######## grf_wb_arbiter ########
grf_wb_arbiter/m4.png
Bar = 50 um.
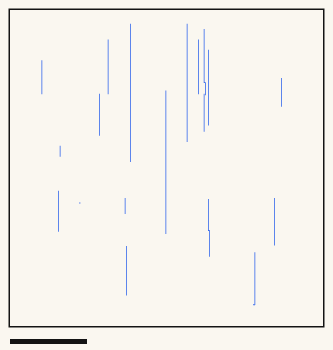

### config.mk
export PLATFORM = sky130hd
export DESIGN_NAME = grf_wb_arbiter
export DESIGN_NICKNAME = d
export VERILOG_FILES = /design/src/rtl/grf_wb_arbiter.sv
export SDC_FILE = /design/constraint.sdc
export NUM_CORES = 1
export LEC_CHECK = 0
export ABC_AREA = 1
export CAP_MARGIN = 20
export CORE_AREA = 2 2 202 204
export CTS_CLUSTER_SIZE = 12
export DETAILED_ROUTE_END_ITERATION = 10
export DIE_AREA = 0 0 204 206
export PLACE_DENSITY_LB_ADDON = 0.15
export SLEW_MARGIN = 0
export SYNTH_ARGS = -nofsm -noshare
export SYNTH_HDL_FRONTEND = slang
export SYNTH_SLANG_ARGS = --single-unit
export TNS_END_PERCENT = 5
### constraint.sdc
create_clock -name clk -period 6.7 [get_ports clk]
set_input_delay 1.005 -clock clk [delete_from_list [all_inputs] [get_ports clk]]
set_output_delay 1.005 -clock clk [all_outputs]
set_load 0.1 [all_outputs]
### src/rtl/grf_wb_arbiter.sv
// GRF write-side arbiter: the W stage has priority on the single write port; MDU results queue in a
// small FIFO and drain on idle W cycles, with a per-register pending scoreboard for D-stage stalls.
module grf_wb_arbiter #(
  parameter int DEPTH = 4,
  parameter int AW    = 2
) (
  input  logic          clk,
  input  logic          reset,
  input  logic          wb_we,
  input  logic [4:0]    wb_addr,
  input  logic [31:0]   wb_data,
  input  logic [31:0]   wb_pc,
  input  logic          rsv_valid,
  input  logic [4:0]    rsv_addr,
  input  logic          mdu_valid,
  output logic          mdu_ready,
  input  logic [4:0]    mdu_addr,
  input  logic [31:0]   mdu_data,
  input  logic [31:0]   mdu_pc,
  input  logic [4:0]    qa_addr,
  input  logic [4:0]    qb_addr,
  output logic          qa_busy,
  output logic          qb_busy,
  output logic          grf_we,
  output logic [4:0]    grf_addr,
  output logic [31:0]   grf_data,
  output logic [31:0]   grf_pc,
  output logic [AW:0]   fifo_cnt
);

  localparam logic [AW:0] FullCnt = (AW+1)'(DEPTH);

  logic [4:0]    addrMem [DEPTH];
  logic [31:0]   dataMem [DEPTH];
  logic [31:0]   pcMem   [DEPTH];
  logic [AW-1:0] wrPtrR;
  logic [AW-1:0] rdPtrR;
  logic [AW:0]   cntR;
  logic [31:0]   busyR;

  logic          wbSelS;
  logic          nonEmptyS;
  logic          popS;
  logic          pushS;
  logic [31:0]   busyNextS;

  assign fifo_cnt  = cntR;
  assign mdu_ready = (cntR != FullCnt);
  assign qa_busy   = busyR[qa_addr];
  assign qb_busy   = busyR[qb_addr];

  // Handshake decode; writes to $0 never occupy the port or the FIFO.
  always_comb begin
    wbSelS    = wb_we && (wb_addr != 5'd0);
    nonEmptyS = (cntR != {(AW+1){1'b0}});
    popS      = !reset && !wbSelS && nonEmptyS;
    pushS     = mdu_valid && mdu_ready && (mdu_addr != 5'd0);
  end

  // Write-port mux: W stage first, then FIFO head, otherwise idle.
  always_comb begin
    grf_we   = 1'b0;
    grf_addr = 5'd0;
    grf_data = 32'd0;
    grf_pc   = 32'd0;
    if (reset) begin
      grf_we = 1'b0;
    end else if (wbSelS) begin
      grf_we   = 1'b1;
      grf_addr = wb_addr;
      grf_data = wb_data;
      grf_pc   = wb_pc;
    end else if (nonEmptyS) begin
      grf_we   = 1'b1;
      grf_addr = addrMem[rdPtrR];
      grf_data = dataMem[rdPtrR];
      grf_pc   = pcMem[rdPtrR];
    end else begin
      grf_we = 1'b0;
    end
  end

  // Scoreboard update: clear on drain, then set on reservation so a same-edge set wins.
  always_comb begin
    busyNextS = busyR;
    if (popS) begin
      busyNextS[addrMem[rdPtrR]] = 1'b0;
    end else begin
      busyNextS = busyNextS;
    end
    if (rsv_valid && (rsv_addr != 5'd0)) begin
      busyNextS[rsv_addr] = 1'b1;
    end else begin
      busyNextS = busyNextS;
    end
    busyNextS[0] = 1'b0;
  end

  // Pointers, occupancy and scoreboard state.
  always_ff @(posedge clk) begin
    if (reset) begin
      wrPtrR <= {AW{1'b0}};
      rdPtrR <= {AW{1'b0}};
      cntR   <= {(AW+1){1'b0}};
      busyR  <= 32'd0;
    end else begin
      if (pushS) wrPtrR <= wrPtrR + AW'(1);
      if (popS)  rdPtrR <= rdPtrR + AW'(1);
      case ({pushS, popS})
        2'b10:   cntR <= cntR + (AW+1)'(1);
        2'b01:   cntR <= cntR - (AW+1)'(1);
        default: cntR <= cntR;
      endcase
      busyR <= busyNextS;
    end
  end

  // Entry storage; contents are don't-care until pushed, so no reset is needed.
  always_ff @(posedge clk) begin
    if (pushS && !reset) begin
      addrMem[wrPtrR] <= mdu_addr;
      dataMem[wrPtrR] <= mdu_data;
      pcMem[wrPtrR]   <= mdu_pc;
    end
  end

endmodule
######## etx_protocol ########
[src/rtl/etx_protocol_pkg.sv]
// Shared elink transmit constants: packet field offsets, frame codes, state encoding
// and the address-continuation helper used by burst detection.
package etx_protocol_pkg;

    localparam int PKT_WRITE    = 0;
    localparam int PKT_DM_LSB   = 2;
    localparam int PKT_CTRL_LSB = 4;
    localparam int PKT_DST_LSB  = 8;
    localparam int PKT_DATA_LSB = 40;
    localparam int PKT_SRC_LSB  = 72;

    localparam logic [7:0] FRAME_IDLE      = 8'h00;
    localparam logic [7:0] FRAME_HEAD      = 8'h3F;
    localparam logic [7:0] FRAME_DATA      = 8'hFF;
    localparam logic [1:0] DATAMODE_DOUBLE = 2'b11;

    typedef enum logic [1:0] {
        ST_IDLE  = 2'd0,
        ST_HEAD  = 2'd1,
        ST_DATA  = 2'd2,
        ST_BURST = 2'd3
    } etx_state_e;

    typedef struct packed {
        logic [31:0] srcaddr;
        logic [31:0] data;
        logic [31:0] dstaddr;
        logic [3:0]  ctrlmode;
        logic [1:0]  datamode;
        logic        write;
    } etx_fields_t;

    // Wrap past 0xFFFF_FFF8 shows up in bit 32 and therefore never matches.
    function automatic logic is_next_double(input logic [31:0] prev_addr,
                                            input logic [31:0] new_addr);
        logic [32:0] sum;
        sum = {1'b0, prev_addr} + 33'd8;
        return sum == {1'b0, new_addr};
    endfunction

endpackage

[src/rtl/etx_burst_detect.sv]
// Remembers the last accepted packet and flags whether the incoming one continues
// a contiguous double-word write burst.
module etx_burst_detect
    import etx_protocol_pkg::*;
(
    input  logic        clk,
    input  logic        nreset,
    input  logic        i_accept,
    input  logic        i_write,
    input  logic [1:0]  i_datamode,
    input  logic [3:0]  i_ctrlmode,
    input  logic [31:0] i_dstaddr,
    output logic        o_eligible
);

    logic        r_write;
    logic [1:0]  r_datamode;
    logic [3:0]  r_ctrlmode;
    logic [31:0] r_dstaddr;

    // NOTE: sequential state uses <= so every register samples pre-edge values.
    always_ff @(posedge clk) begin
        if (!nreset) begin
            r_write    <= 1'b0;
            r_datamode <= 2'b00;
            r_ctrlmode <= 4'h0;
            r_dstaddr  <= 32'h0;
        end else if (i_accept) begin
            r_write    <= i_write;
            r_datamode <= i_datamode;
            r_ctrlmode <= i_ctrlmode;
            r_dstaddr  <= i_dstaddr;
        end
    end

    assign o_eligible = r_write && i_write
                     && (r_datamode == DATAMODE_DOUBLE)
                     && (i_datamode == DATAMODE_DOUBLE)
                     && (r_ctrlmode == i_ctrlmode)
                     && is_next_double(r_dstaddr, i_dstaddr);

endmodule

[src/rtl/etx_protocol.sv]
// emesh-to-8-lane transmit protocol engine (HEAD/DATA framing, optional write bursts).
// Define ETX_BURST_EN to build the burst path; without it every packet is HEAD+DATA.
module etx_protocol
    import etx_protocol_pkg::*;
#(
    parameter int PW        = 104,
    parameter int BURST_MAX = 16
) (
    input  logic          clk,
    input  logic          nreset,
    input  logic          tx_access,
    input  logic [PW-1:0] tx_packet,
    output logic          tx_wait,
    input  logic          tx_wr_wait,
    input  logic          tx_rd_wait,
    output logic [7:0]    tx_frame_par,
    output logic [63:0]   tx_data_par,
    output logic          tx_burst
);

    etx_state_e  r_state;
    etx_state_e  w_next_state;
    etx_fields_t w_pkt;
    logic        w_accept;
    logic        w_eligible;
    logic        w_room;
    logic [15:0] r_hold_data_lo;
    logic [31:0] r_hold_src;
    logic [7:0]  r_frame;
    logic [7:0]  w_frame;
    logic [63:0] r_data;
    logic [63:0] w_data;
    logic        w_unused_bits;

    assign w_pkt.write    = tx_packet[PKT_WRITE];
    assign w_pkt.datamode = tx_packet[PKT_DM_LSB +: 2];
    assign w_pkt.ctrlmode = tx_packet[PKT_CTRL_LSB +: 4];
    assign w_pkt.dstaddr  = tx_packet[PKT_DST_LSB +: 32];
    assign w_pkt.data     = tx_packet[PKT_DATA_LSB +: 32];
    assign w_pkt.srcaddr  = tx_packet[PKT_SRC_LSB +: 32];

    assign tx_wait  = !nreset || (r_state == ST_HEAD) || tx_wr_wait || tx_rd_wait;
    assign w_accept = tx_access && !tx_wait;

`ifdef ETX_BURST_EN
    localparam int CW = $clog2(BURST_MAX + 1);

    logic [CW-1:0] r_count;

    etx_burst_detect u_burst_detect (
        .clk        (clk),
        .nreset     (nreset),
        .i_accept   (w_accept),
        .i_write    (w_pkt.write),
        .i_datamode (w_pkt.datamode),
        .i_ctrlmode (w_pkt.ctrlmode),
        .i_dstaddr  (w_pkt.dstaddr),
        .o_eligible (w_eligible)
    );

    // Counts beats of the current transfer; the DATA beat is beat 1.
    always_ff @(posedge clk) begin
        if (!nreset) begin
            r_count <= '0;
        end else begin
            case (w_next_state)
                ST_DATA:  r_count <= CW'(1);
                ST_BURST: if (r_count < CW'(BURST_MAX)) r_count <= r_count + CW'(1);
                default:  r_count <= '0;
            endcase
        end
    end

    assign w_room        = (r_count < CW'(BURST_MAX));
    assign tx_burst      = (r_state == ST_BURST);
    assign w_unused_bits = tx_packet[1];
`else
    assign w_eligible    = 1'b0;
    assign w_room        = 1'b0;
    assign tx_burst      = 1'b0;
    assign w_unused_bits = ^{tx_packet[1], BURST_MAX[0]};
`endif

    // NOTE: every always_comb output gets a default first, so no path infers a latch.
    always_comb begin
        w_next_state = ST_IDLE;
        case (r_state)
            ST_IDLE:  w_next_state = w_accept ? ST_HEAD : ST_IDLE;
            ST_HEAD:  w_next_state = ST_DATA;
            ST_DATA:  if (w_accept) w_next_state = w_eligible ? ST_BURST : ST_HEAD;
            ST_BURST: if (w_accept) w_next_state = (w_eligible && w_room) ? ST_BURST : ST_HEAD;
            default:  w_next_state = ST_IDLE;
        endcase
    end

    // Output words are built for the state being entered and registered with it.
    always_comb begin
        w_frame = FRAME_IDLE;
        w_data  = 64'h0;
        case (w_next_state)
            ST_HEAD: begin
                w_frame = FRAME_HEAD;
                w_data  = {8'h00, w_pkt.ctrlmode, w_pkt.datamode, w_pkt.write, 1'b0,
                           w_pkt.dstaddr, w_pkt.data[31:16]};
            end
            ST_DATA: begin
                w_frame = FRAME_DATA;
                w_data  = {r_hold_data_lo, r_hold_src, 16'h0000};
            end
            ST_BURST: begin
                w_frame = FRAME_DATA;
                w_data  = {w_pkt.srcaddr, w_pkt.data};
            end
            default: begin
                w_frame = FRAME_IDLE;
                w_data  = 64'h0;
            end
        endcase
    end

    // NOTE: the holding register is cleared on reset too, so an abandoned packet never replays.
    always_ff @(posedge clk) begin
        if (!nreset) begin
            r_state        <= ST_IDLE;
            r_frame        <= FRAME_IDLE;
            r_data         <= 64'h0;
            r_hold_data_lo <= 16'h0;
            r_hold_src     <= 32'h0;
        end else begin
            r_state <= w_next_state;
            r_frame <= w_frame;
            r_data  <= w_data;
            if (w_accept) begin
                r_hold_data_lo <= w_pkt.data[15:0];
                r_hold_src     <= w_pkt.srcaddr;
            end
        end
    end

    assign tx_frame_par = r_frame;
    assign tx_data_par  = r_data;

endmodule

[config.mk]
export PLATFORM = sky130hd
export DESIGN_NAME = etx_protocol
export DESIGN_NICKNAME = d
export VERILOG_FILES = /design/src/rtl/etx_protocol_pkg.sv /design/src/rtl/etx_burst_detect.sv /design/src/rtl/etx_protocol.sv
export SDC_FILE = /design/constraint.sdc
export NUM_CORES = 1
export LEC_CHECK = 0
export ABC_AREA = 1
export CAP_MARGIN = 20
export CORE_ASPECT_RATIO = 1.1
export CORE_MARGIN = 2
export CORE_UTILIZATION = 42
export DETAILED_ROUTE_END_ITERATION = 6
export GPL_ROUTABILITY_DRIVEN = 0
export PLACE_DENSITY = 0.8
export RECOVER_POWER = 50
export SYNTH_ARGS = -nofsm -noshare
export SYNTH_HDL_FRONTEND = slang
export SYNTH_HIERARCHICAL = 1
export SYNTH_SLANG_ARGS = --single-unit
[constraint.sdc]
create_clock -name clk -period 1.6 [get_ports clk]
set_input_delay 0.24 -clock clk [delete_from_list [all_inputs] [get_ports clk]]
set_output_delay 0.24 -clock clk [all_outputs]
set_load 0.02 [all_outputs]
######## lcd_hd44780_ctrl ########
`config.mk`:
```
export PLATFORM = sky130hd
export DESIGN_NAME = lcd_hd44780_ctrl
export DESIGN_NICKNAME = d
export VERILOG_FILES = /design/src/rtl/lcd_hd44780_ctrl.sv
export SDC_FILE = /design/constraint.sdc
export NUM_CORES = 1
export LEC_CHECK = 0
export CAP_MARGIN = 20
export CORE_MARGIN = 10
export CORE_UTILIZATION = 32
export DETAILED_ROUTE_END_ITERATION = 7
export PLACE_DENSITY = 0.56
export REMOVE_ABC_BUFFERS = 1
export SLEW_MARGIN = 20
export SYNTH_ARGS = -nofsm -noshare
export SYNTH_HDL_FRONTEND = slang
export SYNTH_SLANG_ARGS = --single-unit
```
`constraint.sdc`:
```
create_clock -name clk -period 7.2 [get_ports clk]
set_clock_uncertainty 0.2 [all_clocks]
set_input_delay 1.08 -clock clk [delete_from_list [all_inputs] [get_ports clk]]
set_output_delay 1.08 -clock clk [all_outputs]
set_load 0.01 [all_outputs]
```
`src/rtl/lcd_hd44780_ctrl.sv`:
```
// HD44780 character-LCD write-only controller: power-on init sequence, then
// byte-at-a-time command/data writes with E strobe timing and execution delays.
`timescale 1ns/1ps
module lcd_hd44780_ctrl #(
    parameter bit          BUS_4BIT    = 1'b0,
    parameter bit          TWO_LINE    = 1'b1,
    parameter int unsigned PWR_CYC     = 750000,
    parameter int unsigned WAKE_CYC    = 250000,
    parameter int unsigned E_CYC       = 50,
    parameter int unsigned NIB_GAP_CYC = 50,
    parameter int unsigned CMD_CYC     = 2000,
    parameter int unsigned CLR_CYC     = 90000
) (
    input  logic       clk,
    input  logic       rst,
    input  logic       start,
    output logic       init_done,
    input  logic       in_valid,
    output logic       in_ready,
    input  logic       in_rs,
    input  logic [7:0] in_data,
    output logic [7:0] lcd_data,
    output logic       lcd_rs,
    output logic       lcd_rw,
    output logic       lcd_e
);

    // Handshake: a byte is taken on a clock edge where in_valid & in_ready;
    // in_ready is only high in READY and never while start is asserted.
    typedef enum logic [2:0] {
        S_IDLE, S_POWER, S_SETUP, S_PULSE, S_GAP, S_WAIT, S_READY
    } state_t;

    typedef struct packed {
        logic [7:0]  data;
        logic        single;
        logic [31:0] delay;
    } xfer_t;

    localparam logic [3:0] LAST_IDX = BUS_4BIT ? 4'd7 : 4'd3;
    localparam logic [7:0] FSET8    = {4'h3, TWO_LINE, 3'b000};
    localparam logic [7:0] FSET4    = {4'h2, TWO_LINE, 3'b000};

    function automatic logic [31:0] exec_delay(input logic rs, input logic [7:0] d);
        if (!rs && (d == 8'h01 || d == 8'h02 || d == 8'h03))
            return CLR_CYC;
        return CMD_CYC;
    endfunction

    // Single nibbles are stored in the high half so they go out on [7:4].
    function automatic xfer_t init_entry(input logic [3:0] i);
        xfer_t x;
        x.single = 1'b0;
        x.data   = 8'h06;
        if (BUS_4BIT) begin
            case (i)
                4'd0, 4'd1, 4'd2: begin x.data = 8'h30; x.single = 1'b1; end
                4'd3:             begin x.data = 8'h20; x.single = 1'b1; end
                4'd4:             x.data = FSET4;
                4'd5:             x.data = 8'h0C;
                4'd6:             x.data = 8'h01;
                default:          x.data = 8'h06;
            endcase
        end else begin
            case (i)
                4'd0:    x.data = FSET8;
                4'd1:    x.data = 8'h0C;
                4'd2:    x.data = 8'h01;
                default: x.data = 8'h06;
            endcase
        end
        x.delay = exec_delay(1'b0, x.data);
        if (x.single && i != 4'd3)
            x.delay = WAKE_CYC;
        return x;
    endfunction

    state_t      state_q, state_d;
    logic [31:0] cnt_q, cnt_d;
    logic [3:0]  idx_q, idx_d;
    logic        init_q, init_d;
    logic [7:0]  data_q, data_d;
    logic        rs_q, rs_d;
    logic        single_q, single_d;
    logic        lo_q, lo_d;
    logic [31:0] delay_q, delay_d;

    logic        ld;
    xfer_t       ld_x;
    logic        ld_rs;
    logic [31:0] lim;
    logic        at_end;

    always_ff @(posedge clk or posedge rst) begin
        if (rst) begin
            state_q  <= S_IDLE;
            cnt_q    <= '0;
            idx_q    <= '0;
            init_q   <= 1'b0;
            data_q   <= '0;
            rs_q     <= 1'b0;
            single_q <= 1'b0;
            lo_q     <= 1'b0;
            delay_q  <= '0;
        end else begin
            state_q  <= state_d;
            cnt_q    <= cnt_d;
            idx_q    <= idx_d;
            init_q   <= init_d;
            data_q   <= data_d;
            rs_q     <= rs_d;
            single_q <= single_d;
            lo_q     <= lo_d;
            delay_q  <= delay_d;
        end
    end

    always_comb begin
        case (state_q)
            S_POWER: lim = PWR_CYC;
            S_PULSE: lim = E_CYC;
            S_GAP:   lim = NIB_GAP_CYC;
            S_WAIT:  lim = delay_q;
            default: lim = 32'd1;
        endcase
        at_end = (cnt_q == lim - 32'd1);
    end

    always_comb begin
        state_d  = state_q;
        cnt_d    = cnt_q + 32'd1;
        idx_d    = idx_q;
        init_d   = init_q;
        data_d   = data_q;
        rs_d     = rs_q;
        single_d = single_q;
        lo_d     = lo_q;
        delay_d  = delay_q;
        ld       = 1'b0;
        ld_x     = '0;
        ld_rs    = 1'b0;

        case (state_q)
            S_IDLE: begin
                cnt_d = '0;
                if (start) begin
                    state_d = S_POWER;
                    idx_d   = '0;
                    init_d  = 1'b1;
                end
            end
            S_POWER: begin
                if (at_end) begin
                    ld   = 1'b1;
                    ld_x = init_entry(4'd0);
                end
            end
            S_SETUP: begin
                state_d = S_PULSE;
                cnt_d   = '0;
            end
            S_PULSE: begin
                if (at_end) begin
                    cnt_d   = '0;
                    state_d = (BUS_4BIT && !single_q && !lo_q) ? S_GAP : S_WAIT;
                end
            end
            S_GAP: begin
                if (at_end) begin
                    cnt_d   = '0;
                    state_d = S_SETUP;
                    lo_d    = 1'b1;
                end
            end
            S_WAIT: begin
                if (at_end) begin
                    if (init_q && idx_q != LAST_IDX) begin
                        idx_d = idx_q + 4'd1;
                        ld    = 1'b1;
                        ld_x  = init_entry(idx_q + 4'd1);
                    end else begin
                        state_d = S_READY;
                        init_d  = 1'b0;
                        cnt_d   = '0;
                        data_d  = '0;
                        rs_d    = 1'b0;
                        lo_d    = 1'b0;
                    end
                end
            end
            S_READY: begin
                cnt_d = '0;
                if (start) begin
                    state_d = S_POWER;
                    idx_d   = '0;
                    init_d  = 1'b1;
                end else if (in_valid) begin
                    ld          = 1'b1;
                    ld_x.data   = in_data;
                    ld_x.single = 1'b0;
                    ld_x.delay  = exec_delay(in_rs, in_data);
                    ld_rs       = in_rs;
                    init_d      = 1'b0;
                end
            end
            default: begin
                state_d = S_IDLE;
                cnt_d   = '0;
            end
        endcase

        if (ld) begin
            state_d  = S_SETUP;
            cnt_d    = '0;
            data_d   = ld_x.data;
            single_d = ld_x.single;
            delay_d  = ld_x.delay;
            rs_d     = ld_rs;
            lo_d     = 1'b0;
        end
    end

    always_comb begin
        lcd_rw    = 1'b0;
        lcd_e     = (state_q == S_PULSE);
        init_done = (state_q == S_READY);
        in_ready  = (state_q == S_READY) && !start;
        lcd_data  = '0;
        lcd_rs    = 1'b0;
        if (state_q == S_SETUP || state_q == S_PULSE || state_q == S_GAP || state_q == S_WAIT) begin
            lcd_rs   = rs_q;
            lcd_data = BUS_4BIT ? {(lo_q ? data_q[3:0] : data_q[7:4]), 4'h0} : data_q;
        end
    end

endmodule

```

## Gallery

The metal 1 layer.
(a)
Bar = 50 um. Cells faint in the background.
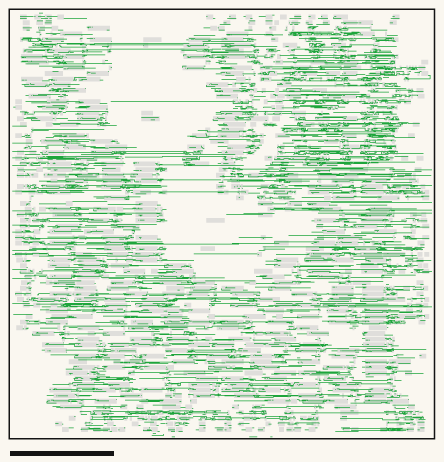
(b)
Bar = 20 um. Cells faint in the background.
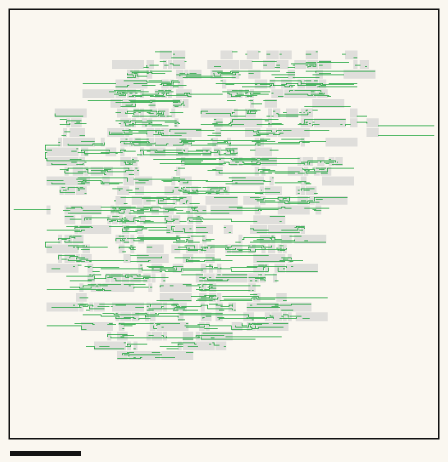
(c)
Bar = 20 um. Cells faint in the background.
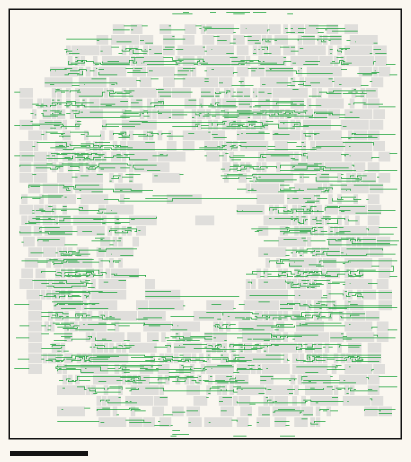
grf_wb_arbiter is (a).
etx_protocol is (c).
lcd_hd44780_ctrl is (b).

lcd_hd44780_ctrl/m2.png
Bar = 20 um. Cells faint in the background.
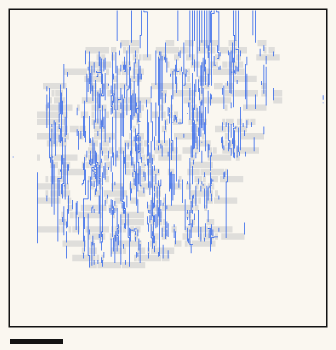
- share of all routed wire: 47%
- longest straight run: 33.3 um
- wire length on this layer: 3550 um

lcd_hd44780_ctrl/m3.png
Bar = 20 um. Cells faint in the background.
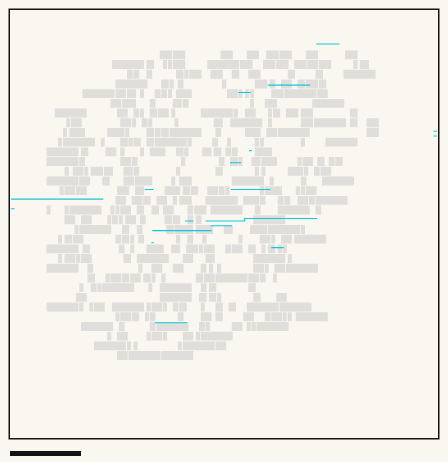
- main direction: horizontal
- wire length on this layer: 133 um
- share of all routed wire: 1.8%

==> notes.md, lcd_hd44780_ctrl <==
State of the implementation.

- The stage-log warning count is 28, for reference.
- The flow reports power dissipated in sequential cells as 0.352 mW.
- The endpoint of the worst hold-timing path is rs_q, for reference.
- The worst path setup slack after routing is 3.50 ns, for reference.
- After synthesis, the cell types taking the most area are sky130_fd_sc_hd__dfrtp_1 41%, sky130_fd_sc_hd__nor2_1 6.6%, sky130_fd_sc_hd__xor2_1 5.5%.
- After clock tree synthesis, the setup repair step added 0 buffers.
- The met2 usage in global routing is 17.5%, for reference.
- The group drawing the most power is sequential cells, for reference.
- For reference, XOR and XNOR gates occupy 10.7% of the area reported after synthesis.
- The critical path launch point is state_q[1], for reference.
- The chip area is 0.0144 mm2, for reference.
- The routing usage on met1 is 14.7%, for reference.
- The post-synthesis sequential area ratio is 40.7%, for reference.
- The first global-routing pass estimated 13300 um of wire.
- The worst-case register-to-register setup slack is 3.75 ns, for reference.
- The chip area line of the yosys report is 0.00320 mm2, for reference.
- The core area is 0.00977 mm2, for reference.
- The data required time reported for the critical path is 5.92 ns.
- The cell-mix breakdown from Yosys lists the compound-gate area share as 13.4%.
- The report gives the cell count of the worst hold path as 1.
- The vias after detailed routing is 2639, for reference.
- The final hold violation count is 0, for reference.
- The startpoint of the worst register-to-register path is state_q[2], for reference.
- The total inserted antenna cells is 0, for reference.
- After clock tree synthesis, the clock-pin slew on the worst setup and hold paths is 0.10 ns.
- The run finished with clean final reports.
- Per the placement log, port buffering inserted 24 buffers.
## lcd_hd44780_ctrl: worst register-to-register path: cells and delay by family, from the launching register on
family | cells | cell delay, ns
muxes | 1 | 0.17
AOI/OAI and AO/OA | 3 | 1.25
DFF | 1 | 0.80
and+or+nand+nor | 4 | 0.92
## lcd_hd44780_ctrl: cell type report
cell class | count | area, um2
clock buffer | 7 | 86.3
clock inverter | 1 | 7.51
fill | 1030 | 6140
inverter | 16 | 60.1
multi-input combinational | 284 | 1760
sequential | 52 | 1300
tap | 133 | 166
timing repair buffer | 26 | 255
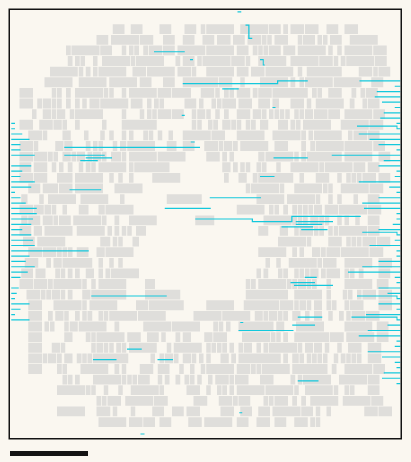
etx_protocol/m3.png
Bar = 20 um. Cells faint in the background.
- main direction: horizontal
- nets with wire on the layer: 113

etx_protocol/m2.png
Bar = 20 um. Cells faint in the background.
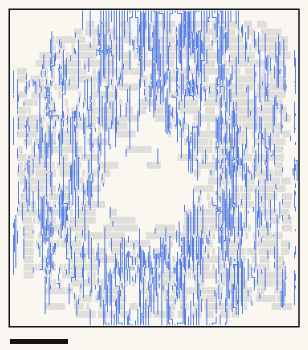
- wire length on this layer: 5720 um
- share of all routed wire: 51%
- main direction: vertical
- nets with wire on the layer: 675

==> notes.md, etx_protocol <==
State of the implementation.

- The clock buffer count in the final layout is 19, for reference.
- The synthesis report lists the most area-consuming cells as sky130_fd_sc_hd__dfxtp_1 54%, sky130_fd_sc_hd__nand2_1 15%, sky130_fd_sc_hd__nor2_1 11%.
- For this run, the top clock speed supported by timing is 678 MHz.
- The number of non-clock inverters is 79, for reference.
- Post-CTS repair changed the size of 77 cells.
- For this run, global-route usage on met3 was measured as 6.17%.
- In this run the maximum-capacitance check reported violations numbering 0.
- The number of nets still failing antenna checks after routing is 0, for reference.
- Per the CTS log, the buffer count on the longest clock path is 2.
- The first global-routing pass estimated 17800 um of wire.
- STA classifies the critical path startpoint as a flop.
- Looking at the critical path, the highest net fanout was 6.
- The largest single stage delay on the critical path is 0.38 ns.
- Setup repair after global routing left no endpoint under its margin.
- The worst hold path passes through 4 cells.
- Per the post-run analysis, buffers plus inverters along the critical path come to 1.
- The power report attributes to the sequential group a share of 42.1%.
- The cell count of the worst reg-to-reg path is 9, for reference.
- The run finished with clean final reports.
- Entering global routing, the biggest net connects 49 pins.
- The library cell contributing the largest single delay on the critical path is sky130_fd_sc_hd__dfxtp_1, for reference.
- The most repeated cell in the gate-level netlist after synthesis is sky130_fd_sc_hd__nand2_1, for reference.
- The clock latency reported for the late side of the worst-skew pair is 0.50 ns, for reference.
- The synthesized netlist has a Yosys-reported chip area of 0.00426 mm2.
- The synthesis log from Yosys contains 6 warnings.
- The layout has 842 filler cells.
- The internal power is 5.50 mW, for reference.
- The critical path goes through dlygate4sd2_1.
- Once the clock tree was built, the setup fixing pass inserted 0 buffers.
- The area taken by sequential standard cells is reported as 0.00230 mm2.
- The category of the worst setup path capture point is an output port, for reference.
- The count of non-CTS buffers in the layout is 199, for reference.
- The net switching share of the total power is 21.8%, for reference.
- Following the worst setup path forward leads to its endpoint at tx_frame_par[1].
- The count of buffers added on input and output ports is 180.
- Across the routed clock network, the largest skew measured is 0.00590 ns.
- The worst slack on hold paths is 0.248 ns, for reference.
- Clock tree synthesis inserted a total of 17 buffers.
## etx_protocol: cell families after synthesis
| logic type | Yosys count | synth area share [%] |
|---|---|---|
| and+or+nand+nor | 342 | 33.4 |
| buffers and inverters | 123 | 12.5 |
| DFF | 115 | 54.0 |
| other | 1 | 0.0880 |
## etx_protocol: power by group through the flow
stage	Combinational, mW	Clock, mW	Sequential, mW
floorplan	0.234	0	3.05
global placement	0.632	0	3.02
detailed placement	0.644	0	3.02
CTS	0.629	3.51	2.96
global route	0.686	3.64	2.97
finish	0.623	3.45	2.96
grf_wb_arbiter/congestion_map.png
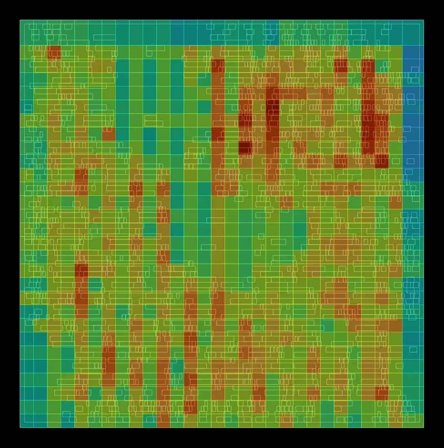
M2 GR Usage: 29.7%
global-route track usage on met1: 22.8%
most used routing layer: met2
GRT Util Overall: 17.5%

Notes on grf_wb_arbiter/m4.png above:
- wire length on this layer: 695 um
- nets with wire on the layer: 12
- longest straight run: 93.2 um
- main direction: vertical

==> notes.md, grf_wb_arbiter <==
State of the implementation.

- In the synthesized netlist, the number of instances is 1347.
- The net load switching power is 1.50 mW, for reference.
- The maximum number of pins on one net before global-route repair is 100, for reference.
- Looking at the critical path, the highest net fanout was 99.
- The largest cell class by area is flip-flops and latches, for reference.
- Adding up every negative setup slack in the final design gives 0 ns.
- The longest individual stage delay on the worst path is 1.13 ns, for reference.
- The gate-level netlist out of Yosys references 32 unique cell types.
- The clock buffers instantiated in the layout total 47.
- The post-placement worst setup slack is 1.80 ns, for reference.
- The number of cells upsized or downsized after cts is 0, for reference.
- The fraction of registers with async set/reset is 0%, for reference.
- The fraction of synthesized cell area in xor and xnor cells is 0%, for reference.
- The largest buffer count on any clock path is 3, for reference.
- For the worst reg-to-reg path, the endpoint reported by OpenROAD is pcMem[3][29].
- Per the synth stats, the flop cell with the highest instance count is sky130_fd_sc_hd__edfxtp_1.
- The commonest cells after synthesis are 352 x sky130_fd_sc_hd__nand2_1, 276 x sky130_fd_sc_hd__edfxtp_1, 147 x sky130_fd_sc_hd__nor2_1.
- The worst ir drop on vdd is 0.138 mV, for reference.
- The capture point of the critical path is grf_pc[26], for reference.
- The clock network area share is 6.10%, for reference.
- The net count of the finished layout is 1718.
- After layout, the buffer instance count without clock buffers stands at 245.
- The worst hold path belongs to the class reg -> reg.
- The global-route wire length before repair is 55900 um, for reference.
- Cell internal power was estimated by the tool at 3.51 mW.
- The flow ran to the end, and the final reports show no timing, DRC or antenna violations.
- The worst setup path is captured at an output port.
- Walking the worst path, the cells encountered are buf_4, o21ai_0, o22ai_1, nand2_1, nand2_1, clkdlybuf4s50_1.
- The worst setup path is of the reg -> out kind.
- The iteration count recorded for the first detailed-route pass is 5.
- The synth_stat.txt file lists the number of cells as 1347.
- In this run, CTS created clock tree buffers numbering 36.
- The number of rows in the core area is 74, for reference.
- The power in combinational cells is 0.985 mW, for reference.
- The total cell area at the placement stage is 0.0165 mm2, for reference.
- After clock tree synthesis, the setup repair step added 0 buffers.
- The final count of pins violating max slew is 0, for reference.
- The largest family of logic cells by area is simple AND/OR/NAND/NOR gates, for reference.
- For this block, the initial DRC count from the detailed router was 550.
- The share of synthesized area spent on multiplexers is 0%, for reference.
- The worst-case register-to-register setup slack is 3.85 ns, for reference.
- The worst hold path depth is 2, for reference.
-- grf_wb_arbiter: flip-flops by register name, indices dropped and copies added, names as in the netlist, named ones only --
signal and count:
dataMem 128, pcMem 128, busyR 31, addrMem 20, fifo_cnt 3, rdPtrR 2, wrPtrR 2

Power figures rest on the tool's default switching activity, not on a simulated workload.
